=== design 1 ===
Fig. 1: design 1, cells colored by class
Scale bar: 20 microns.
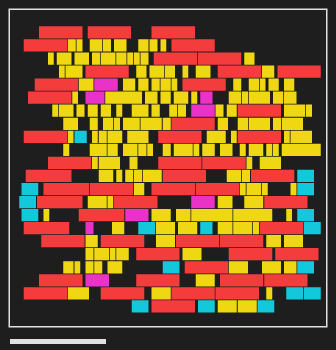

$ cat config.mk
export PLATFORM = sky130hd
export DESIGN_NAME = ps2_rx_frame
export DESIGN_NICKNAME = d
export VERILOG_FILES = /design/src/rtl/ps2_rx_frame.sv
export SDC_FILE = /design/constraint.sdc
export NUM_CORES = 1
export LEC_CHECK = 0
export CAP_MARGIN = 20
export CORE_MARGIN = 1
export CORE_UTILIZATION = 60
export CTS_CLUSTER_SIZE = 20
export DETAILED_ROUTE_END_ITERATION = 16
export MAX_ROUTING_LAYER = met4
export PLACE_DENSITY = 0.91
export SYNTH_ARGS = -nofsm -noshare
export SYNTH_HDL_FRONTEND = slang
export SYNTH_SLANG_ARGS = --single-unit
$ cat constraint.sdc
create_clock -name clk -period 3.2 [get_ports clk]
set_input_delay 0.64 -clock clk [delete_from_list [all_inputs] [get_ports clk]]
set_output_delay 0.64 -clock clk [all_outputs]
set_load 0.03 [all_outputs]
$ cat src/rtl/ps2_rx_frame.sv
// ps2_rx_frame: receive-only PS/2 device-to-host deserializer.
// Synchronizes and deglitches the PS/2 clock, samples data on each filtered
// falling edge, checks start/odd-parity/stop, and emits a one-cycle FIFO
// write, frame_err or overflow pulse per completed (or timed-out) frame.
module ps2_rx_frame #(
  parameter int SYNC_STAGES    = 2,
  parameter int FILTER_LEN     = 8,
  parameter int TIMEOUT_CYCLES = 50000
) (
  input  logic       clk,
  input  logic       rst,
  input  logic       ps2_clk,
  input  logic       ps2_data,
  input  logic       fifo_full,
  output logic [7:0] data_out,
  output logic       write,
  output logic       frame_err,
  output logic       overflow
);

  localparam int FW = $clog2(FILTER_LEN + 1);
  localparam int TW = $clog2(TIMEOUT_CYCLES);
  localparam logic [FW-1:0] FILT_LAST = FW'(FILTER_LEN - 1);
  localparam logic [TW-1:0] TO_TERM   = TW'(TIMEOUT_CYCLES - 1);
  localparam logic [TW-1:0] TO_PRE    = TW'(TIMEOUT_CYCLES - 2);

  typedef enum logic [1:0] {
    IDLE,
    DATA,
    PARITY,
    STOP
  } state_t;

  logic [SYNC_STAGES-1:0] clk_sync;
  logic [SYNC_STAGES-1:0] data_sync;
  logic                   clk_s;
  logic                   data_s;

  logic [FW-1:0] filt_cnt;
  logic          filt_q;
  logic          fall;

  state_t        state_q, state_n;
  logic [2:0]    bitcnt_q, bitcnt_n;
  logic [7:0]    shift_q, shift_n;
  logic          par_q, par_n;
  logic [TW-1:0] to_cnt_q, to_cnt_n;
  logic [7:0]    dout_q, dout_n;
  logic          write_q, write_n;
  logic          ferr_q, ferr_n;
  logic          ovf_q, ovf_n;
  logic          timeout;

  assign clk_s     = clk_sync[SYNC_STAGES-1];
  assign data_s    = data_sync[SYNC_STAGES-1];
  assign data_out  = dout_q;
  assign write     = write_q;
  assign frame_err = ferr_q;
  assign overflow  = ovf_q;

  // Pin synchronizers, preset to the idle-high level.
  always_ff @(posedge clk or posedge rst) begin
    if (rst) begin
      clk_sync  <= '1;
      data_sync <= '1;
    end else begin
      clk_sync  <= {clk_sync[SYNC_STAGES-2:0], ps2_clk};
      data_sync <= {data_sync[SYNC_STAGES-2:0], ps2_data};
    end
  end

  // Clock deglitch filter; fall is a registered one-cycle pulse on a 1->0 flip.
  always_ff @(posedge clk or posedge rst) begin
    if (rst) begin
      filt_q   <= 1'b1;
      filt_cnt <= '0;
      fall     <= 1'b0;
    end else begin
      fall <= 1'b0;
      if (clk_s != filt_q) begin
        if (filt_cnt == FILT_LAST) begin
          filt_q   <= clk_s;
          filt_cnt <= '0;
          fall     <= filt_q;
        end else begin
          filt_cnt <= filt_cnt + FW'(1);
        end
      end else begin
        filt_cnt <= '0;
      end
    end
  end

  // Frame FSM next-state, timeout counter and registered outcome pulses.
  always_comb begin
    state_n  = state_q;
    bitcnt_n = bitcnt_q;
    shift_n  = shift_q;
    par_n    = par_q;
    dout_n   = dout_q;
    write_n  = 1'b0;
    ferr_n   = 1'b0;
    ovf_n    = 1'b0;

    if (state_q == IDLE || fall) begin
      to_cnt_n = '0;
    end else if (to_cnt_q != TO_TERM) begin
      to_cnt_n = to_cnt_q + TW'(1);
    end else begin
      to_cnt_n = to_cnt_q;
    end

    // Asserted on the edge at which the counter lands on its terminal count;
    // a simultaneous fall takes priority.
    timeout = (state_q != IDLE) && !fall && (to_cnt_q == TO_PRE);

    if (fall) begin
      case (state_q)
        IDLE: begin
          if (!data_s) begin
            state_n  = DATA;
            bitcnt_n = '0;
          end
        end
        DATA: begin
          shift_n  = {data_s, shift_q[7:1]};
          bitcnt_n = bitcnt_q + 3'd1;
          if (bitcnt_q == 3'd7) state_n = PARITY;
        end
        PARITY: begin
          par_n   = data_s;
          state_n = STOP;
        end
        STOP: begin
          state_n = IDLE;
          if (data_s && (^{shift_q, par_q})) begin
            if (fifo_full) begin
              ovf_n = 1'b1;
            end else begin
              write_n = 1'b1;
              dout_n  = shift_q;
            end
          end else begin
            ferr_n = 1'b1;
          end
        end
        default: state_n = IDLE;
      endcase
    end else if (timeout) begin
      state_n = IDLE;
      ferr_n  = 1'b1;
    end
  end

  // FSM and output registers.
  always_ff @(posedge clk or posedge rst) begin
    if (rst) begin
      state_q  <= IDLE;
      bitcnt_q <= '0;
      shift_q  <= '0;
      par_q    <= 1'b0;
      to_cnt_q <= '0;
      dout_q   <= 8'h00;
      write_q  <= 1'b0;
      ferr_q   <= 1'b0;
      ovf_q    <= 1'b0;
    end else begin
      state_q  <= state_n;
      bitcnt_q <= bitcnt_n;
      shift_q  <= shift_n;
      par_q    <= par_n;
      to_cnt_q <= to_cnt_n;
      dout_q   <= dout_n;
      write_q  <= write_n;
      ferr_q   <= ferr_n;
      ovf_q    <= ovf_n;
    end
  end

endmodule

=== design 2 ===
===== config.mk =====
export PLATFORM = sky130hd
export DESIGN_NAME = tdm_demux4
export DESIGN_NICKNAME = d
export VERILOG_FILES = /design/src/rtl/tdm_demux4.sv
export SDC_FILE = /design/constraint.sdc
export NUM_CORES = 1
export LEC_CHECK = 0
export ABC_CLOCK_PERIOD_IN_PS = 1450
export CORE_AREA = 2 2 39 41
export CTS_CLUSTER_DIAMETER = 150
export DETAILED_ROUTE_END_ITERATION = 10
export DIE_AREA = 0 0 41 43
export GPL_ROUTABILITY_DRIVEN = 0
export PLACE_DENSITY_LB_ADDON = 0.12
export SYNTH_ARGS = -nofsm -noshare
export SYNTH_HDL_FRONTEND = slang
export SYNTH_SLANG_ARGS = --single-unit

===== constraint.sdc =====
create_clock -name clk_i -period 1.45 [get_ports clk_i]
set_clock_uncertainty 0.1 [all_clocks]
set_input_delay 0.3625 -clock clk_i [delete_from_list [all_inputs] [get_ports clk_i]]
set_output_delay 0.3625 -clock clk_i [all_outputs]
set_load 0.1 [all_outputs]

===== src/rtl/tdm_demux4.sv =====
// Receive-side 4-slot TDM demultiplexer: collects one sample per slot behind a slot-0
// frame sync and publishes all four channels together once the frame is complete.
module tdm_demux4 #(
    parameter int DW = 1
) (
    input  logic            clk_i,
    input  logic            rst_i,
    input  logic [DW-1:0]   din_i,
    input  logic            din_vld_i,
    input  logic            fsync_i,
    output logic [4*DW-1:0] dout_o,
    output logic            dout_vld_o,
    output logic [1:0]      slot_o,
    output logic            locked_o,
    output logic            sync_err_o
);

    // state  | meaning
    // HUNT   | waiting for an accepted sample with fsync to start a frame
    // LOCKED | framing established; slot_q is the next expected slot
    typedef enum logic {
        ST_HUNT   = 1'b0,
        ST_LOCKED = 1'b1
    } state_t;

    state_t          state_q, state_d;
    logic [1:0]      slot_q, slot_d;
    logic [DW-1:0]   hold0_q, hold0_d;
    logic [DW-1:0]   hold1_q, hold1_d;
    logic [DW-1:0]   hold2_q, hold2_d;
    logic [4*DW-1:0] dout_q, dout_d;
    logic            dout_vld_q, dout_vld_d;
    logic            sync_err_q, sync_err_d;

    always_ff @(posedge clk_i) begin
        if (rst_i) begin
            state_q    <= ST_HUNT;
            slot_q     <= 2'd0;
            hold0_q    <= '0;
            hold1_q    <= '0;
            hold2_q    <= '0;
            dout_q     <= '0;
            dout_vld_q <= 1'b0;
            sync_err_q <= 1'b0;
        end else begin
            state_q    <= state_d;
            slot_q     <= slot_d;
            hold0_q    <= hold0_d;
            hold1_q    <= hold1_d;
            hold2_q    <= hold2_d;
            dout_q     <= dout_d;
            dout_vld_q <= dout_vld_d;
            sync_err_q <= sync_err_d;
        end
    end

    always_comb begin
        state_d    = state_q;
        slot_d     = slot_q;
        hold0_d    = hold0_q;
        hold1_d    = hold1_q;
        hold2_d    = hold2_q;
        dout_d     = dout_q;
        dout_vld_d = 1'b0;
        sync_err_d = 1'b0;

        if (din_vld_i) begin
            case (state_q)
                ST_HUNT: begin
                    if (fsync_i) begin
                        hold0_d = din_i;
                        slot_d  = 2'd1;
                        state_d = ST_LOCKED;
                    end
                end
                ST_LOCKED: begin
                    if (slot_q == 2'd0) begin
                        if (fsync_i) begin
                            hold0_d = din_i;
                            slot_d  = 2'd1;
                        end else begin
                            sync_err_d = 1'b1;
                            slot_d     = 2'd0;
                            state_d    = ST_HUNT;
                        end
                    end else if (fsync_i) begin
                        // Early sync restarts the frame with this sample as slot 0.
                        sync_err_d = 1'b1;
                        hold0_d    = din_i;
                        slot_d     = 2'd1;
                    end else begin
                        case (slot_q)
                            2'd1: begin
                                hold1_d = din_i;
                                slot_d  = 2'd2;
                            end
                            2'd2: begin
                                hold2_d = din_i;
                                slot_d  = 2'd3;
                            end
                            default: begin
                                dout_d     = {din_i, hold2_q, hold1_q, hold0_q};
                                dout_vld_d = 1'b1;
                                slot_d     = 2'd0;
                            end
                        endcase
                    end
                end
                default: begin
                    state_d = ST_HUNT;
                    slot_d  = 2'd0;
                end
            endcase
        end
    end

    assign dout_o     = dout_q;
    assign dout_vld_o = dout_vld_q;
    assign slot_o     = slot_q;
    assign locked_o   = (state_q == ST_LOCKED);
    assign sync_err_o = sync_err_q;

endmodule



==> notes/layouts.md <==
Pictures saved along the way, in no particular order.

Clock wiring as the flow saved it.
picture 1
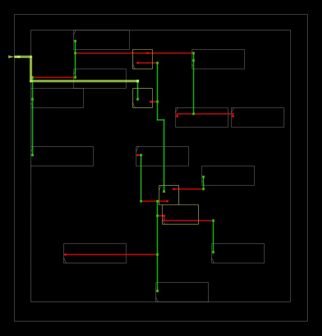
picture 2
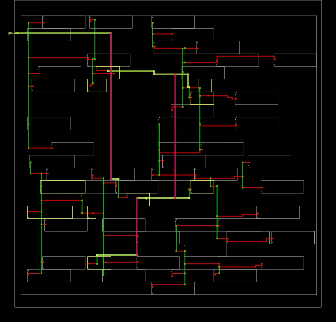
Design 1 is picture 2.
Design 2 is picture 1.
The one with the most sequential cells is picture 2.

Fig. 2: design 1, pin map
Pins as bars across the die edge, other pins in gray.
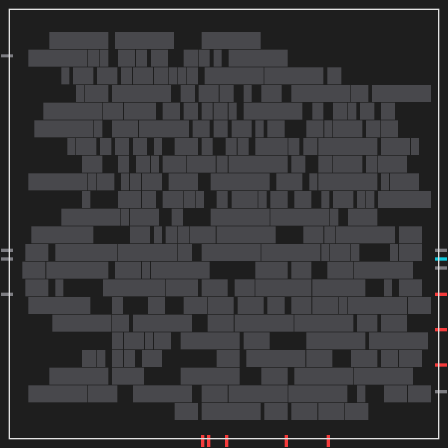
legend:
  `overflow`:
    color: cyan
    pins: 1
    direction: output
    edge: right
  `data_out`:
    color: red
    pins: 8
    direction: output
    edge: 5 bottom, 3 right
I/O Buffers: 15
DIE WIDTH: 65.88 microns

## Picture notes: Fig. 1
legend:
  clock drivers and dummy loads:
    color: magenta
    cells: 8
    share_of_their_area: 3.5%
  combinational and other logic:
    color: yellow
    cells: 155
    share_of_their_area: 43%
  remaining buffers and delay cells:
    color: cyan
    cells: 17
    share_of_their_area: 6.2%
  sequential cells:
    color: red
    cells: 51
    share_of_their_area: 48%
Final Cell Area: 0.002743 sq mm
Seq/total area: 0.4676
fin util: 0.7220

==> results_slide.txt, design 1 <==
Flow Results at a Glance

Run status
  • Status: finished, final reports clean

Route
  • Residual DRC: 0
  • Highest routed layer: met4

Clocking
  • Post-CTS Setup Inserts: 0
  • Clock latency on the worst-skew pair: slightly above 300 ps

Flow run
  • OpenROAD warnings: 30

Global route
  • M3 GR Usage: 0.05172

STA
  • Max Clock Skew: between 10 and 15 ps
  • Final Setup Violations: 0
  • Worst-margin pin slew: between 600 and 700 ps

Cells and area
  • Diode count: 0
  • Filler cell count: roughly 270

Yosys
  • Most frequent cell after synthesis: dfrtp_1
  • Synthesized area: between 0.002 and 0.0025 sq mm
  • Dominant register cell in the synthesized netlist: dfrtp_1
  • Syn Nets: around 230

Place
  • Placer Congestion: between 0.8 and 0.9

Setup path
  • Req. time, crit path: approximately 3400 ps
  • Worst R2R Setup Slack: about 1200 ps
  • Setup CP Type: in -> reg

Power
  • Internal power: about 0.00086 W
Fig. 3: design 2, cells colored by class
Scale bar: 10 microns.
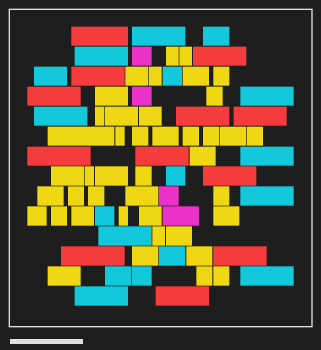
legend:
  sequential cells:
    color: red
    cells: 12
    share_of_their_area: 28%
  clock drivers and dummy loads:
    color: magenta
    cells: 4
    share_of_their_area: 4.1%
  remaining buffers and delay cells:
    color: cyan
    cells: 17
    share_of_their_area: 28%
  combinational and other logic:
    color: yellow
    cells: 42
    share_of_their_area: 39%
fin util: 0.6555
Seq/total area: 0.2745
area of the core: 0.001384 sq mm
Rows: 14

==> results_slide.txt, design 2 <==
Flow Results at a Glance

Route
  • Remaining antenna violation count after routing: 0
  • Residual DRC: 0
  • Vias/cell: roughly 4.9
  • Iter 0 DRT Violations: 4

Setup path
  • Req. time, crit path: between 1500 and 2000 ps
  • Buf/Inv on CP: 1
  • Crit Path Max Fanout: 6
  • Crit path cell chain: clkdlybuf4s50_1 > and4b_1 > mux2i_1

Global route
  • M3 GR Usage: 0.05236
  • Vias in the first global route: 446
  • Total gr overflow: 0

Hold path
  • Hold path start: hold2_q

Clocking
  • Post-CTS Setup Inserts: 0
  • CTS max path bufs: 2
  • # hold bufs at CTS: 0

Cells and area
  • Filler cell count: between 100 and 150
  • CLK BUF: 4
  • Area-dominant class: logic gates
  • Non-Filler Instances: approximately 91
  • Diode count: 0

Floorplanning
  • I/O Pins: 14
  • Chip area: roughly 0.0018 sq mm
  • Tap cells: 16

Yosys
  • Mapped Avg Cell Area: between 10 and 15 sq um
  • Largest type area fraction: 0.4034
  • Syn. warnings: 0
  • Area leader, netlist: dfxtp_1

Run status
  • Status: finished, final reports clean

Power
  • Combinational power share: 0.170
  • Max power group: registers
  • Worst VDD drop: 479.2 uV

=== design 3 ===
===== src/rtl/parity_frame_rx_if.sv =====
// Word path of the parity frame receiver: serial bit input and the
// valid/ready word output share one bundle.
//   bit_valid/bit_in : qualified serial line bits into the receiver
//   out_valid/out_ready : word handshake out of the receiver
//   out_data, out_par_err, out_frm_err : word payload and its status flags
// The slave modport is the receiver, the master modport is the line
// front-end plus word consumer.
interface parity_frame_rx_if #(
    parameter int N = 8
);
    logic         bit_valid;
    logic         bit_in;
    logic         out_valid;
    logic         out_ready;
    logic [N-1:0] out_data;
    logic         out_par_err;
    logic         out_frm_err;

    modport slave (
        input  bit_valid, bit_in, out_ready,
        output out_valid, out_data, out_par_err, out_frm_err
    );

    modport master (
        output bit_valid, bit_in, out_ready,
        input  out_valid, out_data, out_par_err, out_frm_err
    );
endinterface


===== src/rtl/parity_frame_rx.sv =====
// Receive-side checker for the XOR-parity serial link.
// Frames are {start=0, N data bits LSB-first, parity, stop=1}, one bit per
// cycle with bit_valid=1. Each completed frame is presented on a one-deep
// valid/ready slot together with its parity and framing status.
//   clk, rst  : clock, synchronous active-high reset
//   bus       : serial input and word output (slave side of parity_frame_rx_if,
//               whose N must match this module's N)
//   busy      : receiver is inside a frame
//   overrun   : one-cycle pulse when a completed frame found the slot full
//   err_cnt   : saturating count of parity, framing and overrun events
module parity_frame_rx #(
    parameter int N          = 8,
    parameter int PARITY_ODD = 0,
    parameter int CNT_W      = 8
) (
    input  logic             clk,
    input  logic             rst,
    parity_frame_rx_if.slave bus,
    output logic             busy,
    output logic             overrun,
    output logic [CNT_W-1:0] err_cnt
);
    localparam int IDX_W = (N > 1) ? $clog2(N) : 1;
    localparam logic [IDX_W-1:0] IDX_LAST = IDX_W'(N - 1);
    localparam logic ODD = (PARITY_ODD != 0);

    typedef enum logic [1:0] {
        IDLE   = 2'd0,
        DATA   = 2'd1,
        PARITY = 2'd2,
        STOP   = 2'd3
    } state_t;

    state_t           state;
    logic [N-1:0]     shreg;
    logic [IDX_W-1:0] idx;
    logic             par_q;    // parity verdict of the frame in flight

    logic             vld_q;
    logic [N-1:0]     data_q;
    logic             par_err_q;
    logic             frm_err_q;

    logic             slot_free;
    logic [CNT_W-1:0] cnt_inc;

    // The slot can take a new word if empty or draining in this same cycle.
    assign slot_free = !vld_q || bus.out_ready;
    assign cnt_inc   = (err_cnt == {CNT_W{1'b1}}) ? err_cnt : err_cnt + 1'b1;

    always_ff @(posedge clk) begin
        if (rst) begin
            state     <= IDLE;
            shreg     <= '0;
            idx       <= '0;
            par_q     <= 1'b0;
            vld_q     <= 1'b0;
            data_q    <= '0;
            par_err_q <= 1'b0;
            frm_err_q <= 1'b0;
            overrun   <= 1'b0;
            err_cnt   <= '0;
        end else begin
            overrun <= 1'b0;

            // Acceptance empties the slot; a completion below overrides this.
            if (vld_q && bus.out_ready)
                vld_q <= 1'b0;

            if (bus.bit_valid) begin
                case (state)
                    IDLE: begin
                        if (!bus.bit_in) begin
                            shreg <= '0;
                            idx   <= '0;
                            state <= DATA;
                        end
                    end
                    DATA: begin
                        shreg[idx] <= bus.bit_in;
                        if (idx == IDX_LAST)
                            state <= PARITY;
                        else
                            idx <= idx + 1'b1;
                    end
                    PARITY: begin
                        par_q <= ((^shreg) ^ bus.bit_in) != ODD;
                        state <= STOP;
                    end
                    STOP: begin
                        state <= IDLE;
                        if (slot_free) begin
                            vld_q     <= 1'b1;
                            data_q    <= shreg;
                            par_err_q <= par_q;
                            frm_err_q <= !bus.bit_in;
                            if (par_q || !bus.bit_in)
                                err_cnt <= cnt_inc;
                        end else begin
                            // Slot held and not draining: the new frame is lost.
                            overrun <= 1'b1;
                            err_cnt <= cnt_inc;
                        end
                    end
                    default: state <= IDLE;
                endcase
            end
        end
    end

    assign busy            = (state != IDLE);
    assign bus.out_valid   = vld_q;
    assign bus.out_data    = data_q;
    assign bus.out_par_err = par_err_q;
    assign bus.out_frm_err = frm_err_q;
endmodule


===== src/flat_wrapper.sv =====
// flat-port wrapper written by rule: the top's interface ports become plain ports
module parity_frame_rx_flat 
#(
    parameter int N          = 8,
    parameter int PARITY_ODD = 0,
    parameter int CNT_W      = 8
)
  (clk, rst, busy, overrun, err_cnt, bus_bit_valid, bus_bit_in, bus_out_ready, bus_out_valid, bus_out_data, bus_out_par_err, bus_out_frm_err);
  parity_frame_rx_if #(.N(N)) bus_i ();
  input  logic clk;
  input  logic rst;
  output logic busy;
  output logic overrun;
  output logic [CNT_W-1:0] err_cnt;
  input wire logic [$bits(bus_i.bit_valid)-1:0] bus_bit_valid;
  input wire logic [$bits(bus_i.bit_in)-1:0] bus_bit_in;
  input wire logic [$bits(bus_i.out_ready)-1:0] bus_out_ready;
  output wire logic [$bits(bus_i.out_valid)-1:0] bus_out_valid;
  output wire logic [$bits(bus_i.out_data)-1:0] bus_out_data;
  output wire logic [$bits(bus_i.out_par_err)-1:0] bus_out_par_err;
  output wire logic [$bits(bus_i.out_frm_err)-1:0] bus_out_frm_err;
  assign bus_i.bit_valid = bus_bit_valid;
  assign bus_i.bit_in = bus_bit_in;
  assign bus_i.out_ready = bus_out_ready;
  assign bus_out_valid = bus_i.out_valid;
  assign bus_out_data = bus_i.out_data;
  assign bus_out_par_err = bus_i.out_par_err;
  assign bus_out_frm_err = bus_i.out_frm_err;
  parity_frame_rx #(.N(N), .PARITY_ODD(PARITY_ODD), .CNT_W(CNT_W)) u_core (.clk(clk), .rst(rst), .bus(bus_i), .busy(busy), .overrun(overrun), .err_cnt(err_cnt));
endmodule

===== config.mk =====
export PLATFORM = sky130hd
export DESIGN_NAME = parity_frame_rx_flat
export DESIGN_NICKNAME = d
export VERILOG_FILES = /design/src/rtl/parity_frame_rx_if.sv /design/src/rtl/parity_frame_rx.sv /design/src/flat_wrapper.sv
export SDC_FILE = /design/constraint.sdc
export NUM_CORES = 1
export LEC_CHECK = 0
export CAP_MARGIN = 25
export CELL_PAD_IN_SITES_DETAIL_PLACEMENT = 1
export CELL_PAD_IN_SITES_GLOBAL_PLACEMENT = 2
export CORE_MARGIN = 3
export CORE_UTILIZATION = 30
export CTS_CLUSTER_SIZE = 24
export DETAILED_ROUTE_END_ITERATION = 6
export GPL_ROUTABILITY_DRIVEN = 0
export MAX_ROUTING_LAYER = met4
export PLACE_DENSITY_LB_ADDON = 0.3
export SLEW_MARGIN = 10
export SYNTH_ARGS = -nofsm -noshare
export SYNTH_HDL_FRONTEND = slang
export SYNTH_SLANG_ARGS = --single-unit

===== constraint.sdc =====
create_clock -name clk -period 5.48 [get_ports clk]
set_input_delay 1.096 -clock clk [delete_from_list [all_inputs] [get_ports clk]]
set_output_delay 1.096 -clock clk [all_outputs]
set_load 0.01 [all_outputs]

=== design 4 ===
--- config.mk ---
export PLATFORM = sky130hd
export DESIGN_NAME = alu_op_sequencer
export DESIGN_NICKNAME = d
export VERILOG_FILES = /design/src/rtl/alu_seq_pkg.sv /design/src/rtl/alu_op_sequencer.sv
export SDC_FILE = /design/constraint.sdc
export NUM_CORES = 1
export LEC_CHECK = 0
export ABC_AREA = 1
export CORE_ASPECT_RATIO = 1.4
export CORE_UTILIZATION = 47
export DETAILED_ROUTE_END_ITERATION = 8
export MAX_ROUTING_LAYER = met4
export PLACE_DENSITY = 0.83
export SLEW_MARGIN = 25
export SYNTH_ARGS = -nofsm -noshare
export SYNTH_HDL_FRONTEND = slang
export SYNTH_SLANG_ARGS = --single-unit
--- constraint.sdc ---
create_clock -name clk -period 2.1 [get_ports clk]
set_input_delay 0.525 -clock clk [delete_from_list [all_inputs] [get_ports clk]]
set_output_delay 0.525 -clock clk [all_outputs]
set_load 0.05 [all_outputs]
--- src/rtl/alu_seq_pkg.sv ---
// Shared opcode encodings, sequencer state type and opcode legality helper
// for the ALU operation sequencer.
`timescale 1ns/1ps
package alu_seq_pkg;

    localparam logic [3:0] OP_ADD = 4'd0;
    localparam logic [3:0] OP_SUB = 4'd1;
    localparam logic [3:0] OP_AND = 4'd2;
    localparam logic [3:0] OP_OR  = 4'd3;
    localparam logic [3:0] OP_XOR = 4'd4;
    localparam logic [3:0] OP_LSR = 4'd5;
    localparam logic [3:0] OP_LSL = 4'd6;
    localparam logic [3:0] OP_MUL = 4'd7;

    typedef enum logic [1:0] {
        IDLE,
        EXEC,
        MUL,
        RESP
    } state_t;

    function automatic logic is_legal_op(input logic [3:0] op);
        return (op <= OP_MUL);
    endfunction

endpackage

--- src/rtl/alu_op_sequencer.sv ---
// Request/response front end for a combinational N-bit ALU, including a
// shift-add multiply that iterates on the ALU adder.
`timescale 1ns/1ps
module alu_op_sequencer
    import alu_seq_pkg::*;
#(
    parameter int N = 4
) (
    input  logic         clk,
    input  logic         rst,
    input  logic         req_valid,
    output logic         req_ready,
    input  logic [3:0]   req_op,
    input  logic [N-1:0] req_a,
    input  logic [N-1:0] req_b,
    output logic         rsp_valid,
    input  logic         rsp_ready,
    output logic [N-1:0] rsp_result,
    output logic         rsp_v,
    output logic         rsp_c,
    output logic         rsp_n,
    output logic         rsp_z,
    output logic         rsp_err,
    output logic [N-1:0] alu_a,
    output logic [N-1:0] alu_b,
    output logic [3:0]   alu_control,
    input  logic [N-1:0] alu_result,
    input  logic         alu_v,
    input  logic         alu_c,
    input  logic         alu_n,
    input  logic         alu_z
);

    // state | meaning
    // IDLE  | req_ready high, waiting for a request
    // EXEC  | single-cycle ALU op in flight, result captured at the edge
    // MUL   | shift-add multiply, one partial product per cycle for N cycles
    // RESP  | response loaded; rsp_valid rises one cycle later, held until taken

    localparam int CW = (N > 2) ? $clog2(N) : 1;
    localparam logic [CW-1:0] LAST = CW'(N - 1);

    state_t         state;
    logic [N-1:0]   mplier;
    logic [CW-1:0]  count;
    logic [N-1:0]   acc_next;

    // During MUL, alu_a is the accumulator and alu_b the shifted multiplicand.
    assign acc_next = mplier[0] ? alu_result : alu_a;

    always_ff @(posedge clk or posedge rst) begin
        if (rst) begin
            state       <= IDLE;
            req_ready   <= 1'b1;
            rsp_valid   <= 1'b0;
            rsp_result  <= '0;
            rsp_v       <= 1'b0;
            rsp_c       <= 1'b0;
            rsp_n       <= 1'b0;
            rsp_z       <= 1'b0;
            rsp_err     <= 1'b0;
            alu_a       <= '0;
            alu_b       <= '0;
            alu_control <= OP_ADD;
            mplier      <= '0;
            count       <= '0;
        end else begin
            case (state)
                IDLE: begin
                    if (req_valid && req_ready) begin
                        req_ready <= 1'b0;
                        if (!is_legal_op(req_op)) begin
                            rsp_result <= '0;
                            rsp_v      <= 1'b0;
                            rsp_c      <= 1'b0;
                            rsp_n      <= 1'b0;
                            rsp_z      <= 1'b0;
                            rsp_err    <= 1'b1;
                            state      <= RESP;
                        end else if (req_op == OP_MUL) begin
                            alu_a       <= '0;
                            alu_b       <= req_a;
                            alu_control <= OP_ADD;
                            mplier      <= req_b;
                            count       <= '0;
                            state       <= MUL;
                        end else begin
                            alu_a       <= req_a;
                            alu_b       <= req_b;
                            alu_control <= req_op;
                            state       <= EXEC;
                        end
                    end
                end

                EXEC: begin
                    rsp_result  <= alu_result;
                    rsp_v       <= alu_v;
                    rsp_c       <= alu_c;
                    rsp_n       <= alu_n;
                    rsp_z       <= alu_z;
                    rsp_err     <= 1'b0;
                    alu_control <= OP_ADD;
                    state       <= RESP;
                end

                MUL: begin
                    alu_a  <= acc_next;
                    alu_b  <= alu_b << 1;
                    mplier <= mplier >> 1;
                    count  <= count + 1'b1;
                    if (count == LAST) begin
                        rsp_result <= acc_next;
                        rsp_v      <= 1'b0;
                        rsp_c      <= 1'b0;
                        rsp_n      <= acc_next[N-1];
                        rsp_z      <= (acc_next == '0);
                        rsp_err    <= 1'b0;
                        state      <= RESP;
                    end
                end

                RESP: begin
                    if (!rsp_valid) begin
                        rsp_valid <= 1'b1;
                    end else if (rsp_ready) begin
                        rsp_valid <= 1'b0;
                        req_ready <= 1'b1;
                        state     <= IDLE;
                    end
                end

                default: begin
                    state     <= IDLE;
                    req_ready <= 1'b1;
                    rsp_valid <= 1'b0;
                end
            endcase
        end
    end

endmodule

=== design 5 ===
===== src/rtl/vga_pkg.sv =====
// Shared constants, control codes and state encoding for the console text controller.
package vga_pkg;

  localparam int N_COL          = 80;
  localparam int N_ROW          = 30;
  localparam int WORDS_PER_ROW  = N_COL / 4;
  localparam int TOTAL_WORDS    = N_ROW * N_COL / 4;
  localparam int BUF_ADDR_WIDTH = 10;
  localparam int DATA_WIDTH     = 32;

  localparam logic [7:0] FILL_CHAR = 8'h20;
  localparam logic [7:0] CODE_CR   = 8'h0D;
  localparam logic [7:0] CODE_LF   = 8'h0A;
  localparam logic [7:0] CODE_BS   = 8'h08;
  localparam logic [7:0] CODE_FF   = 8'h0C;

  typedef enum logic [1:0] {
    ST_IDLE     = 2'd0,
    ST_WRITE    = 2'd1,
    ST_CLR_LINE = 2'd2,
    ST_CLR_ALL  = 2'd3
  } state_t;

  function automatic logic [4:0] next_row(input logic [4:0] row);
    return (row == 5'(N_ROW - 1)) ? 5'd0 : row + 5'd1;
  endfunction

  // Tile index fits in 12 bits (max 2399); word address is tile[11:2].
  function automatic logic [11:0] tile_of(input logic [4:0] row, input logic [6:0] col);
    return 12'(row) * 12'(N_COL) + 12'(col);
  endfunction

  function automatic logic [9:0] row_base(input logic [4:0] row);
    return 10'(row) * 10'(WORDS_PER_ROW);
  endfunction

endpackage


===== src/rtl/vga_fill_seq.sv =====
// Walks a run of consecutive word addresses under req/gnt; one word per granted cycle.
module vga_fill_seq
  import vga_pkg::*;
(
  input  logic       clk,
  input  logic       rst,
  input  logic       start,
  input  logic [9:0] base,
  input  logic [9:0] count,
  input  logic       gnt,
  output logic       req,
  output logic [9:0] addr,
  output logic       done
);

  logic [9:0] idx;
  logic [9:0] last_idx;

  always_ff @(posedge clk or posedge rst) begin
    if (rst) begin
      req      <= 1'b0;
      addr     <= '0;
      idx      <= '0;
      last_idx <= '0;
    end else if (start) begin
      req      <= 1'b1;
      addr     <= base;
      idx      <= '0;
      last_idx <= count - 10'd1;
    end else if (req && gnt) begin
      if (idx == last_idx) begin
        req <= 1'b0;
      end else begin
        addr <= addr + 10'd1;
        idx  <= idx + 10'd1;
      end
    end
  end

  // Pulses in the cycle the final word is granted.
  assign done = req && gnt && (idx == last_idx);

endmodule


===== src/rtl/vga_console_ctrl.sv =====
// Terminal-style character stream to text-buffer writer with cursor, control codes and clears.
module vga_console_ctrl
  import vga_pkg::*;
(
  input  logic                      clk_i,
  input  logic                      rst_i,
  input  logic                      char_valid_i,
  input  logic [7:0]                char_data_i,
  output logic                      char_ready_o,
  output logic                      buf_req_o,
  input  logic                      buf_gnt_i,
  output logic [BUF_ADDR_WIDTH-1:0] buf_waddr_o,
  output logic [DATA_WIDTH-1:0]     buf_wdata_o,
  output logic [DATA_WIDTH/8-1:0]   buf_wstrb_o,
  output logic [6:0]                cursor_col_o,
  output logic [4:0]                cursor_row_o,
  output logic                      busy_o
);

  // Handshake: a word is written in the cycle where buf_req_o && buf_gnt_i;
  // req, address, data and strobe are held unchanged until that cycle, and a
  // character is taken in the cycle where char_valid_i && char_ready_o.

  state_t                      state;
  logic [6:0]                  col;
  logic [4:0]                  row;
  logic                        wr_req;
  logic [BUF_ADDR_WIDTH-1:0]   wr_addr;
  logic [DATA_WIDTH-1:0]       wr_data;
  logic [DATA_WIDTH/8-1:0]     wr_strb;
  logic                        bs_write;
  logic                        fill_start;
  logic [9:0]                  fill_base;
  logic [9:0]                  fill_count;
  logic                        fill_req;
  logic [9:0]                  fill_addr;
  logic                        fill_done;
  logic [11:0]                 tile_cur;
  logic [11:0]                 tile_bs;
  logic                        printable;

  assign tile_cur  = tile_of(row, col);
  assign tile_bs   = tile_of(row, col - 7'd1);
  assign printable = (char_data_i >= 8'h20) && (char_data_i <= 8'h7E);

  always_ff @(posedge clk_i or posedge rst_i) begin
    if (rst_i) begin
      state      <= ST_IDLE;
      col        <= '0;
      row        <= '0;
      wr_req     <= 1'b0;
      wr_addr    <= '0;
      wr_data    <= '0;
      wr_strb    <= '0;
      bs_write   <= 1'b0;
      fill_start <= 1'b0;
      fill_base  <= '0;
      fill_count <= '0;
    end else begin
      fill_start <= 1'b0;
      case (state)
        ST_IDLE: begin
          if (char_valid_i) begin
            if (printable) begin
              wr_req   <= 1'b1;
              wr_addr  <= tile_cur[11:2];
              wr_strb  <= 4'b0001 << tile_cur[1:0];
              wr_data  <= {4{char_data_i}};
              bs_write <= 1'b0;
              state    <= ST_WRITE;
            end else if (char_data_i == CODE_CR) begin
              col <= '0;
            end else if (char_data_i == CODE_LF) begin
              row        <= next_row(row);
              fill_base  <= row_base(next_row(row));
              fill_count <= 10'(WORDS_PER_ROW);
              fill_start <= 1'b1;
              state      <= ST_CLR_LINE;
            end else if (char_data_i == CODE_BS && col != 7'd0) begin
              col      <= col - 7'd1;
              wr_req   <= 1'b1;
              wr_addr  <= tile_bs[11:2];
              wr_strb  <= 4'b0001 << tile_bs[1:0];
              wr_data  <= {4{FILL_CHAR}};
              bs_write <= 1'b1;
              state    <= ST_WRITE;
            end else if (char_data_i == CODE_FF) begin
              col        <= '0;
              row        <= '0;
              fill_base  <= '0;
              fill_count <= 10'(TOTAL_WORDS);
              fill_start <= 1'b1;
              state      <= ST_CLR_ALL;
            end
          end
        end
        ST_WRITE: begin
          if (buf_gnt_i) begin
            wr_req <= 1'b0;
            if (bs_write) begin
              state <= ST_IDLE;
            end else if (col == 7'(N_COL - 1)) begin
              // Wrapping off the last column behaves like CR+LF, including the line clear.
              col        <= '0;
              row        <= next_row(row);
              fill_base  <= row_base(next_row(row));
              fill_count <= 10'(WORDS_PER_ROW);
              fill_start <= 1'b1;
              state      <= ST_CLR_LINE;
            end else begin
              col   <= col + 7'd1;
              state <= ST_IDLE;
            end
          end
        end
        ST_CLR_LINE, ST_CLR_ALL: begin
          if (fill_done) state <= ST_IDLE;
        end
        default: state <= ST_IDLE;
      endcase
    end
  end

  vga_fill_seq u_fill (
    .clk   (clk_i),
    .rst   (rst_i),
    .start (fill_start),
    .base  (fill_base),
    .count (fill_count),
    .gnt   (buf_gnt_i),
    .req   (fill_req),
    .addr  (fill_addr),
    .done  (fill_done)
  );

  // Single writes and fill runs never overlap, so the port is a plain select.
  assign buf_req_o    = wr_req | fill_req;
  assign buf_waddr_o  = fill_req ? fill_addr : wr_addr;
  assign buf_wdata_o  = fill_req ? {4{FILL_CHAR}} : wr_data;
  assign buf_wstrb_o  = fill_req ? 4'hF : wr_strb;
  assign cursor_col_o = col;
  assign cursor_row_o = row;
  assign busy_o       = (state != ST_IDLE);
  assign char_ready_o = (state == ST_IDLE);

endmodule


===== config.mk =====
export PLATFORM = sky130hd
export DESIGN_NAME = vga_console_ctrl
export DESIGN_NICKNAME = d
export VERILOG_FILES = /design/src/rtl/vga_pkg.sv /design/src/rtl/vga_fill_seq.sv /design/src/rtl/vga_console_ctrl.sv
export SDC_FILE = /design/constraint.sdc
export NUM_CORES = 1
export LEC_CHECK = 0
export ABC_AREA = 1
export CORE_MARGIN = 1
export CORE_UTILIZATION = 30
export DETAILED_ROUTE_END_ITERATION = 10
export SLEW_MARGIN = 20
export SYNTH_ARGS = -nofsm -noshare
export SYNTH_HDL_FRONTEND = slang
export SYNTH_SLANG_ARGS = --single-unit

===== constraint.sdc =====
create_clock -name clk_i -period 5 [get_ports clk_i]
set_clock_uncertainty 0.1 [all_clocks]
set_input_delay 1 -clock clk_i [delete_from_list [all_inputs] [get_ports clk_i]]
set_output_delay 1 -clock clk_i [all_outputs]
set_load 0.005 [all_outputs]

=== design 6 ===
==> config.mk <==
export PLATFORM = sky130hd
export DESIGN_NAME = csr_trap_seq
export DESIGN_NICKNAME = d
export VERILOG_FILES = /design/src/rtl/csr_trap_seq_pkg.sv /design/src/rtl/csr_trap_seq.sv
export SDC_FILE = /design/constraint.sdc
export NUM_CORES = 1
export LEC_CHECK = 0
export ABC_CLOCK_PERIOD_IN_PS = 1700
export CORE_AREA = 2 2 126 128
export CTS_CLUSTER_DIAMETER = 150
export DETAILED_ROUTE_END_ITERATION = 6
export DIE_AREA = 0 0 128 130
export PLACE_DENSITY = 0.87
export SYNTH_ARGS = -nofsm -noshare
export SYNTH_HDL_FRONTEND = slang
export SYNTH_SLANG_ARGS = --single-unit
==> constraint.sdc <==
create_clock -name clk -period 1.7 [get_ports clk]
set_input_delay 0.17 -clock clk [delete_from_list [all_inputs] [get_ports clk]]
set_output_delay 0.17 -clock clk [all_outputs]
set_load 0.01 [all_outputs]
==> src/rtl/csr_trap_seq_pkg.sv <==
// ----------------------------------------------------------------------------
// csr_trap_seq_pkg : shared CSR types, addresses and trap-sequencer states
// Rev 1.0
// ----------------------------------------------------------------------------
`default_nettype none

package csr_trap_seq_pkg;

  typedef logic [11:0] csr_addr_t;
  typedef logic [31:0] word_t;

  localparam csr_addr_t CSR_MSTATUS = 12'h300;
  localparam csr_addr_t CSR_MTVEC   = 12'h305;
  localparam csr_addr_t CSR_MEPC    = 12'h341;
  localparam csr_addr_t CSR_MCAUSE  = 12'h342;

  localparam int MSTATUS_MIE  = 3;
  localparam int MSTATUS_MPIE = 7;

  localparam word_t IRQ_CAUSE_EXT = 32'h8000_000B;

  typedef enum logic [2:0] {
    ST_IDLE     = 3'd0,
    ST_T_EPC    = 3'd1,
    ST_T_CAUSE  = 3'd2,
    ST_T_STATUS = 3'd3,
    ST_T_VEC    = 3'd4,
    ST_R_STATUS = 3'd5,
    ST_R_EPC    = 3'd6
  } seq_state_e;

endpackage

`default_nettype wire

==> src/rtl/csr_trap_seq.sv <==
// ----------------------------------------------------------------------------
// csr_trap_seq : owns the csr_file write port, runs trap/MRET CSR sequences
// Rev 1.0
// ----------------------------------------------------------------------------
`default_nettype none

module csr_trap_seq
  import csr_trap_seq_pkg::*;
#(
  parameter int    MIE_BIT   = MSTATUS_MIE,
  parameter int    MPIE_BIT  = MSTATUS_MPIE,
  parameter word_t IRQ_CAUSE = IRQ_CAUSE_EXT
) (
  input  logic        clk,
  input  logic        rst,
  input  logic        trap_req,
  input  logic [31:0] trap_cause,
  input  logic [31:0] trap_pc,
  input  logic        irq,
  input  logic [31:0] irq_pc,
  input  logic        mret_req,
  input  logic        ins_we,
  input  logic [11:0] ins_addr,
  input  logic [31:0] ins_wdata,
  output logic [31:0] ins_rdata,
  output logic        ins_stall,
  output logic        csr_we,
  output logic [11:0] csr_addr,
  output logic [31:0] csr_din,
  input  logic [31:0] csr_dout,
  input  logic [31:0] mstatus,
  output logic        busy,
  output logic        redirect_valid,
  output logic [31:0] redirect_pc
);

  seq_state_e r_state;
  seq_state_e w_state_nxt;
  word_t      r_pc;
  word_t      r_cause;
  word_t      r_last_pc;
  word_t      w_pc_nxt;
  word_t      w_cause_nxt;
  word_t      w_vec_pc;
  logic       w_take_irq;

  assign ins_rdata  = csr_dout;
  assign w_take_irq = irq & mstatus[MIE_BIT];
  assign w_vec_pc   = {csr_dout[31:2], 2'b00};

  always_comb begin
    w_state_nxt    = r_state;
    w_pc_nxt       = r_pc;
    w_cause_nxt    = r_cause;
    csr_we         = 1'b0;
    csr_addr       = '0;
    csr_din        = '0;
    ins_stall      = 1'b1;
    redirect_valid = 1'b0;
    case (r_state)
      ST_IDLE: begin
        csr_addr = ins_addr;
        csr_din  = ins_wdata;
        if (trap_req) begin
          w_state_nxt = ST_T_EPC;
          w_pc_nxt    = trap_pc;
          w_cause_nxt = trap_cause;
        end else if (w_take_irq) begin
          w_state_nxt = ST_T_EPC;
          w_pc_nxt    = irq_pc;
          w_cause_nxt = IRQ_CAUSE;
        end else if (mret_req) begin
          w_state_nxt = ST_R_STATUS;
        end else begin
          csr_we    = ins_we;
          ins_stall = 1'b0;
        end
      end
      ST_T_EPC: begin
        csr_we      = 1'b1;
        csr_addr    = CSR_MEPC;
        csr_din     = r_pc;
        w_state_nxt = ST_T_CAUSE;
      end
      ST_T_CAUSE: begin
        csr_we      = 1'b1;
        csr_addr    = CSR_MCAUSE;
        csr_din     = r_cause;
        w_state_nxt = ST_T_STATUS;
      end
      ST_T_STATUS: begin
        csr_we            = 1'b1;
        csr_addr          = CSR_MSTATUS;
        csr_din           = mstatus;
        csr_din[MPIE_BIT] = mstatus[MIE_BIT];
        csr_din[MIE_BIT]  = 1'b0;
        w_state_nxt       = ST_T_VEC;
      end
      ST_T_VEC: begin
        csr_addr       = CSR_MTVEC;
        redirect_valid = 1'b1;
        w_state_nxt    = ST_IDLE;
      end
      ST_R_STATUS: begin
        csr_we            = 1'b1;
        csr_addr          = CSR_MSTATUS;
        csr_din           = mstatus;
        csr_din[MIE_BIT]  = mstatus[MPIE_BIT];
        csr_din[MPIE_BIT] = 1'b1;
        w_state_nxt       = ST_R_EPC;
      end
      ST_R_EPC: begin
        csr_addr       = CSR_MEPC;
        redirect_valid = 1'b1;
        w_state_nxt    = ST_IDLE;
      end
      default: w_state_nxt = ST_IDLE;
    endcase
    // Reset squashes any in-flight write or redirect in the same cycle.
    if (rst) begin
      csr_we         = 1'b0;
      csr_addr       = '0;
      csr_din        = '0;
      ins_stall      = 1'b0;
      redirect_valid = 1'b0;
    end
  end

  assign redirect_pc = rst ? '0 : (redirect_valid ? w_vec_pc : r_last_pc);
  assign busy        = ~rst & (r_state != ST_IDLE);

  always_ff @(posedge clk) begin
    if (rst) begin
      r_state   <= ST_IDLE;
      r_pc      <= '0;
      r_cause   <= '0;
      r_last_pc <= '0;
    end else begin
      r_state <= w_state_nxt;
      r_pc    <= w_pc_nxt;
      r_cause <= w_cause_nxt;
      if (redirect_valid) begin
        r_last_pc <= w_vec_pc;
      end
    end
  end

endmodule

`default_nettype wire

Fig. 4: design 3, cells by drive strength
Scale bar: 20 microns.
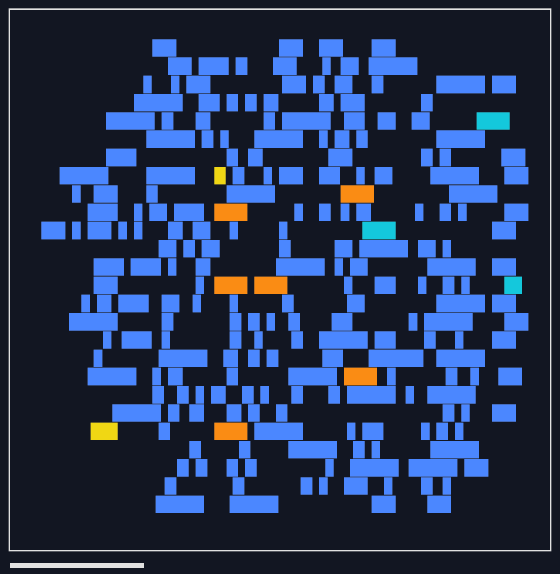
legend:
  _3 and _4 cells:
    color: cyan
    cells: 3
    share: 1.3%
  _0 and _1 cells:
    color: blue
    cells: 213
    share: 95%
  _6 and larger:
    color: orange
    cells: 6
    share: 2.7%
  _2 cells:
    color: yellow
    cells: 2
    share: 0.89%
Non-clock buffers: 26
Final Cell Area: 0.002046 sq mm
Area Growth Syn to Fin: 23.02%
final setup margin: 2706 ps

==> results_slide.txt, design 3 <==
Flow Results at a Glance

Run status
  • Status: finished, final reports clean

Cells and area
  • Final net count: between 200 and 250
  • Non-Filler Instances: approximately 290
  • Logic share of the area: 0.4410
  • Sequential standard cell area: between 600 and 700 sq um
  • Most used logic cell in the final layout: dfxtp_1
  • Logic Gate Count: 149
  • Diode count: 0
  • Non-clock buffer share: 0.1260

Global route
  • First-pass GRT wire length: 6831 microns
  • Largest net degree at the start of global routing: 36
  • Met1 Use GR: 0.1840
  • Vias in the first global route: about 1400
  • M3 GR Usage: 0.03700

Power
  • Worst VDD drop: about 83 uV
  • Flop pwr share: 0.521
  • Switch Pwr: ~0.00012 W

Setup path
  • Critical Path AT: between 1500 and 2000 ps
  • Worst R2R Setup Slack: ~3500 ps
  • R2r endpoint: u_core.err_cnt[6]
  • Critical Path Most Common Cell: inv_1
  • Buf/Inv on CP: 3

Floorplanning
  • FP Core Util: 0.3175
  • I/O Pins: 26

Flow run
  • Max Cap Violations: 0

Yosys
  • Register area share after synthesis: 0.4093
  • Asr flop ratio synth: 0
  • Synth cell types: 37

Route
  • Drt total wl: just under 4000 microns
  • DR WL met3: ~130 microns
  • Iter 0 DRT Violations: 49
  • Remaining antenna violation count after routing: 0

STA
  • Slew margin rel.: 0.5427
  • TNS Setup: 0 ps
  • WHS: about 450 ps

Hold path
  • Worst Hold End: u_core.bus.out_data[7]
  • Hold path start: u_core.bus.out_data[7]

Clocking
  • Root buf cell: clkbuf_8
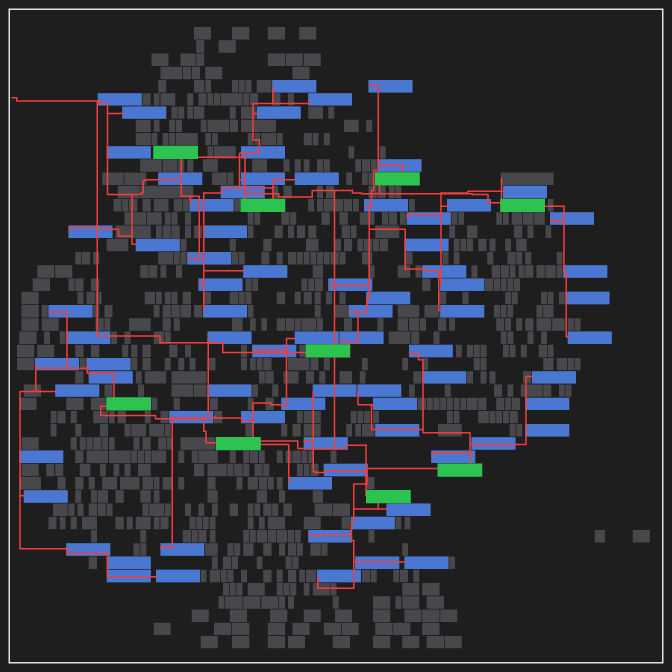
Fig. 5. Clock wires, drivers and flops (design 5).
legend:
  clock wires:
    color: red
    length: 1190 microns
  flip-flops:
    color: blue
    count: 77
  clock drivers:
    color: green
    count: 9
routed clock nets: 10
clock network power: 0.000716 W
clock share of power: 0.270

==> results_slide.txt, design 5 <==
Flow Results at a Glance

Floorplanning
  • I/O Pins: about 73

STA
  • RSZ-0062 raised after global routing: no
  • Final Setup Violations: 0

Run status
  • Status: finished, final reports clean

Route
  • Iter 0 DRT Violations: approximately 240
  • Drt total wl: about 13000 microns

Power
  • Total combinational power: 0.00108 W

Cells and area
  • Area-dominant class: logic gates
  • Clock network area share: 0.05223
  • Final Cell Area: ~0.0063 sq mm

Yosys
  • Synth cell count leaders: nand2_1, inv_1, dfrtp_1
  • Post-Synthesis Cells: ~730
  • Synthesized area: between 0.005 and 0.006 sq mm

Setup path
  • Worst R2R Setup Slack: approximately 2200 ps

Global route
  • Met1 Use GR: 0.1889
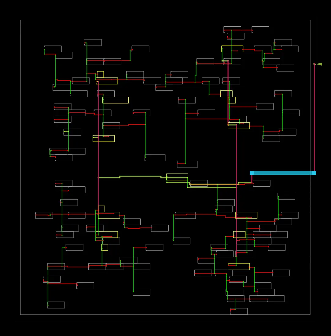
Fig. 6. Clock wiring as the flow saved it (design 6).
CLK BUF: 11
clock network power: 0.00219 W
Max Clock Skew: 6.678 ps

==> results_slide.txt, design 6 <==
Flow Results at a Glance

Cells and area
  • Non-clock buffer share: 0.4068
  • Clock network area share: 0.03052
  • Share of cells above drive strength 1: 0.3759
  • Logic Gate Count: roughly 390
  • Final net count: roughly 1100
  • Diode count: 0

Run status
  • Violated checks: negative setup slack
  • Status: finished, violations left

Route
  • Drt total wl: 26010 microns
  • Met2 wire length: 13530 microns
  • Residual DRC: 0

Yosys
  • Simple-Gate Area Share: 0.1012
  • Synthesized area: 0.005343 sq mm
  • Top comb family, area: AND-OR/OR-AND gates
  • Main area contributors: dfxtp_1, a21oi_1, mux2i_1
  • Synth cell count leaders: dfxtp_1, a21oi_1, buf_4
  • Adder share: 0
  • Register area share after synthesis: 0.3710
  • Post-synth EDFFs: 0
  • Area fraction in mux cells: 0.1218
  • Xor/xnor share: 0.003044

STA
  • TNS Setup: -20960 ps
  • Slew margin rel.: 0.6076
  • Final setup margin: -311.8 ps
  • Max-slew violation count: 0
  • Final Setup Violations: between 100 and 150
  • Min Tclk post-route: between 2000 and 2500 ps

Power
  • Sw frac: 0.3330
  • Max power group: combinational cells
  • Pwr Total: around 0.0087 W
  • Flop pwr share: 0.309
  • Switch Pwr: roughly 0.0029 W
  • Power Density: between 800 and 900 mW/mm^2

Floorplanning
  • FP Core Util: 0.3464
  • I/O Pins: 322
  • Area of the core: between 0.015 and 0.02 sq mm

Clocking
  • CTS tree: done
  • Clk pin slew, worst setup/hold paths: around 70 ps
  • Clock latency on the worst-skew pair: ~350 ps

Global route
  • Initial antenna violation count: 0
  • Vias in the first global route: ~6300
  • Total gr overflow: 0

Flow run
  • Max Cap Violations: 0

Setup path
  • Critical path's slowest cell: dfxtp_4
  • Worst Reg-to-Reg Cells: 9
Fig. 7: design 4, clock wires, drivers and flops
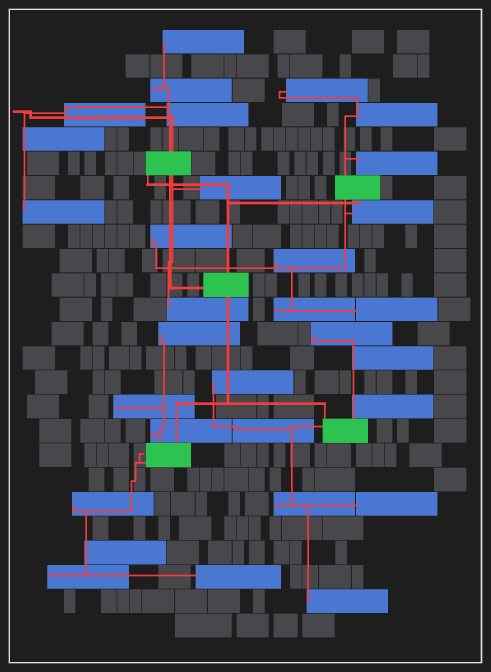
legend:
  clock wires:
    color: red
    length: 399 microns
  flip-flops:
    color: blue
    count: 31
  clock drivers:
    color: green
    count: 5
flops lie: widely spread
routed clock nets: 6
clock latency on the worst-skew pair: 280 ps
clock network power: 0.000423 W
Max Clock Skew: 5.456 ps
clock share of power: 0.108

==> results_slide.txt, design 4 <==
Flow Results at a Glance

Setup path
  • Worst R2R Setup Slack: 260 ps
  • Type of element launching the critical path: flop
  • Critical path's slowest cell: clkdlybuf4s50_1
  • End point of the critical path: alu_a[1]
  • Buf/Inv on CP: 1

Place
  • HPWL after detailed placement: approximately 2900 microns
  • Placer Congestion: 0.8866

Global route
  • Total GRT Usage: 0.2388
  • Initial antenna violation count: 0
  • Global route hottest layer: met2

Power
  • Combinational power share: 0.627
  • Total combinational power: ~0.0025 W

Hold path
  • Hold path start: alu_control[3]

Run status
  • Status: finished, final reports clean

Floorplanning
  • Tap cells: 40
  • Area of the core: approximately 0.0034 sq mm

Flow run
  • OpenROAD warnings: 30

STA
  • Max-slew violation count: 0
  • TNS Setup: 0 ps
  • RSZ-0062 raised after global routing: no
  • WHS: ~470 ps

Cells and area
  • Non-clock buffers: 53
  • Logic share of the area: 0.3471
  • Area-dominant class: logic gates
  • CLK BUF: 6
  • Seq/total area: 0.3421

Route
  • Residual DRC: 0

Yosys
  • Simple-Gate Area Share: 0.2965
  • Adder share: 0.04448
  • Ys flops: 31


==> notes/layouts.md <==
Pictures saved along the way, in no particular order.

Pin map.
Pins as bars across the die edge, other pins in gray.
Plate I
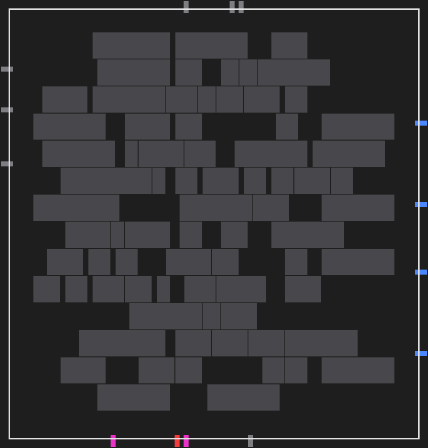
Plate II
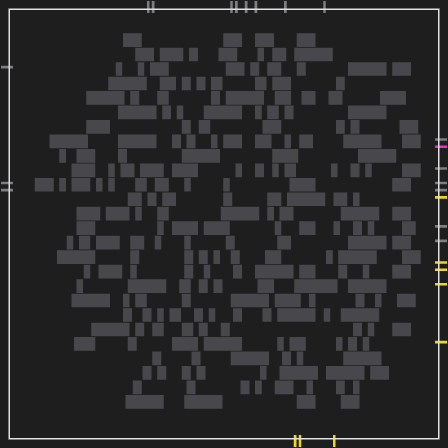
Plate III
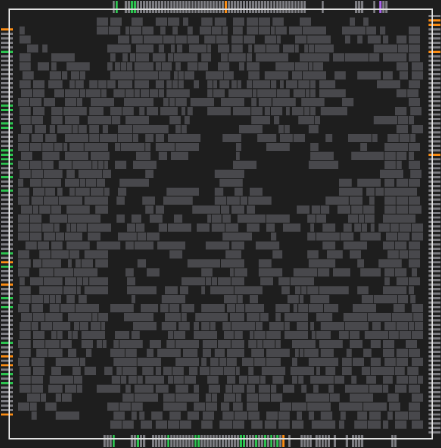
Plate IV
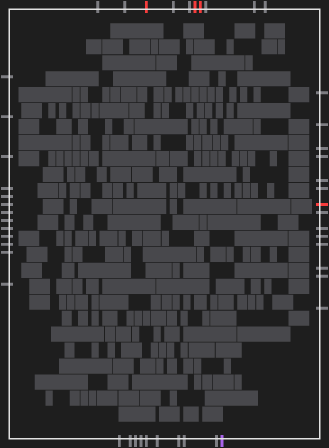
Plate V
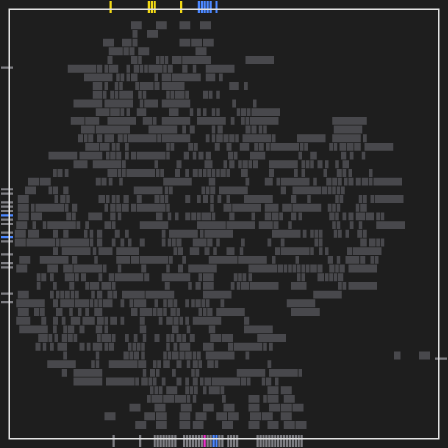
| from | picture |
|---|---|
| design 6 | Plate III |
| design 3 | Plate II |
| design 4 | Plate IV |
| design 2 | Plate I |
| design 5 | Plate V |
Of these, most pins: Plate III
Of these, fewest pins: Plate I

Key to Plate I:
legend:
  `dout_o`:
    color: blue
    pins: 4
    direction: output
    edge: right
  `slot_o`:
    color: magenta
    pins: 2
    direction: output
    edge: bottom
  `rst_i`:
    color: red
    pins: 1
    direction: input
    edge: bottom


==> layout pictures side by side <==
Cells by drive strength.
shot_01.png
Scale bar: 50 microns.
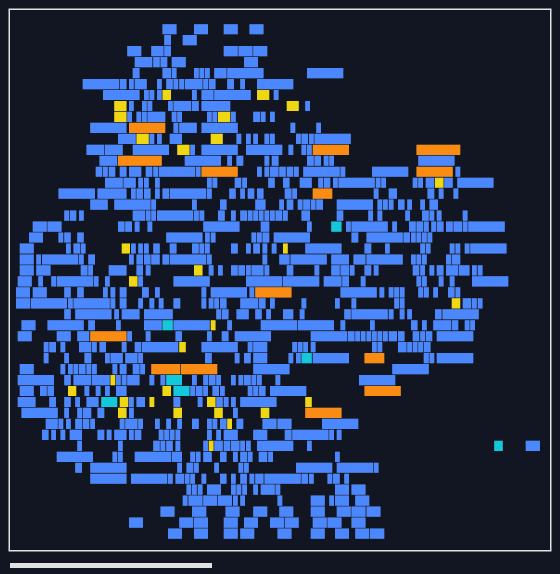
shot_02.png
Scale bar: 20 microns.
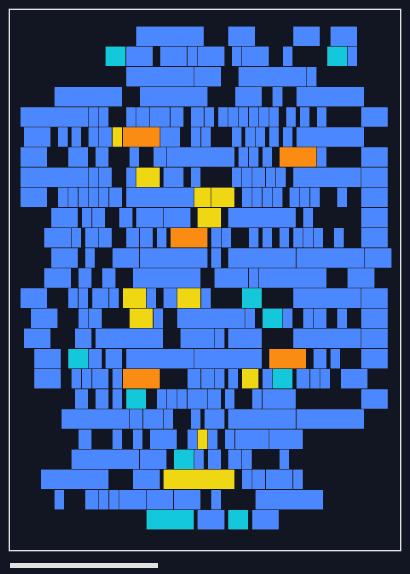
shot_03.png
Scale bar: 20 microns.
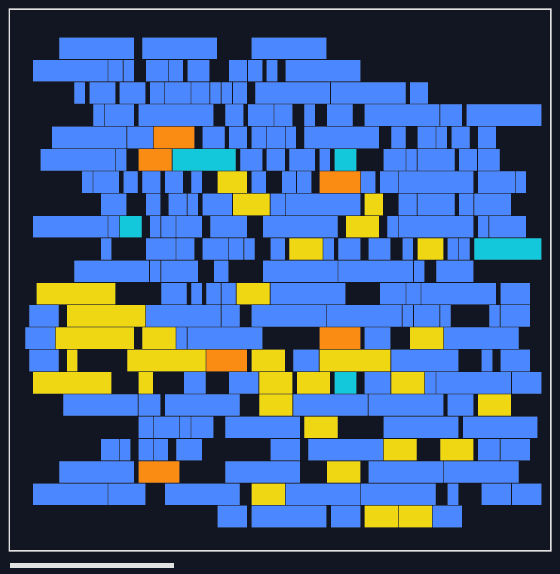
shot_04.png
Scale bar: 50 microns.
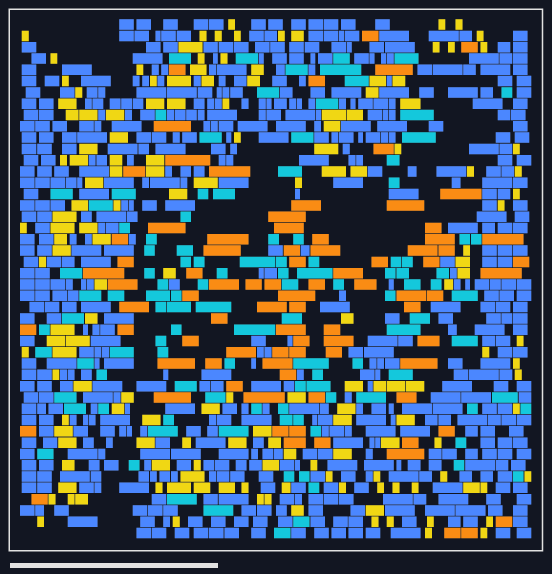
shot_05.png
Scale bar: 10 microns.
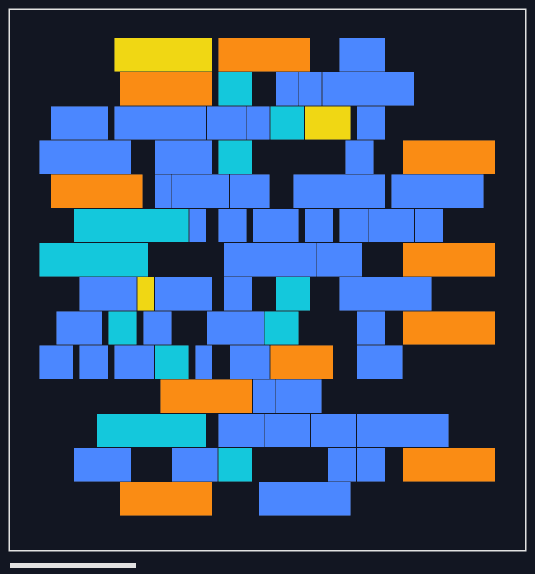
shot_03.png -> design 1
shot_02.png -> design 4
shot_04.png -> design 6
shot_01.png -> design 5
shot_05.png -> design 2
- fewest cells: shot_05.png
- smallest die: shot_05.png

Key to shot_03.png:
legend:
  _6 and larger:
    color: orange
    cells: 6
    share: 2.6%
  _3 and _4 cells:
    color: cyan
    cells: 5
    share: 2.2%
  _2 cells:
    color: yellow
    cells: 30
    share: 13%
  _0 and _1 cells:
    color: blue
    cells: 190
    share: 82%

No activity file was given, so power comes from the tool's default toggle rates.
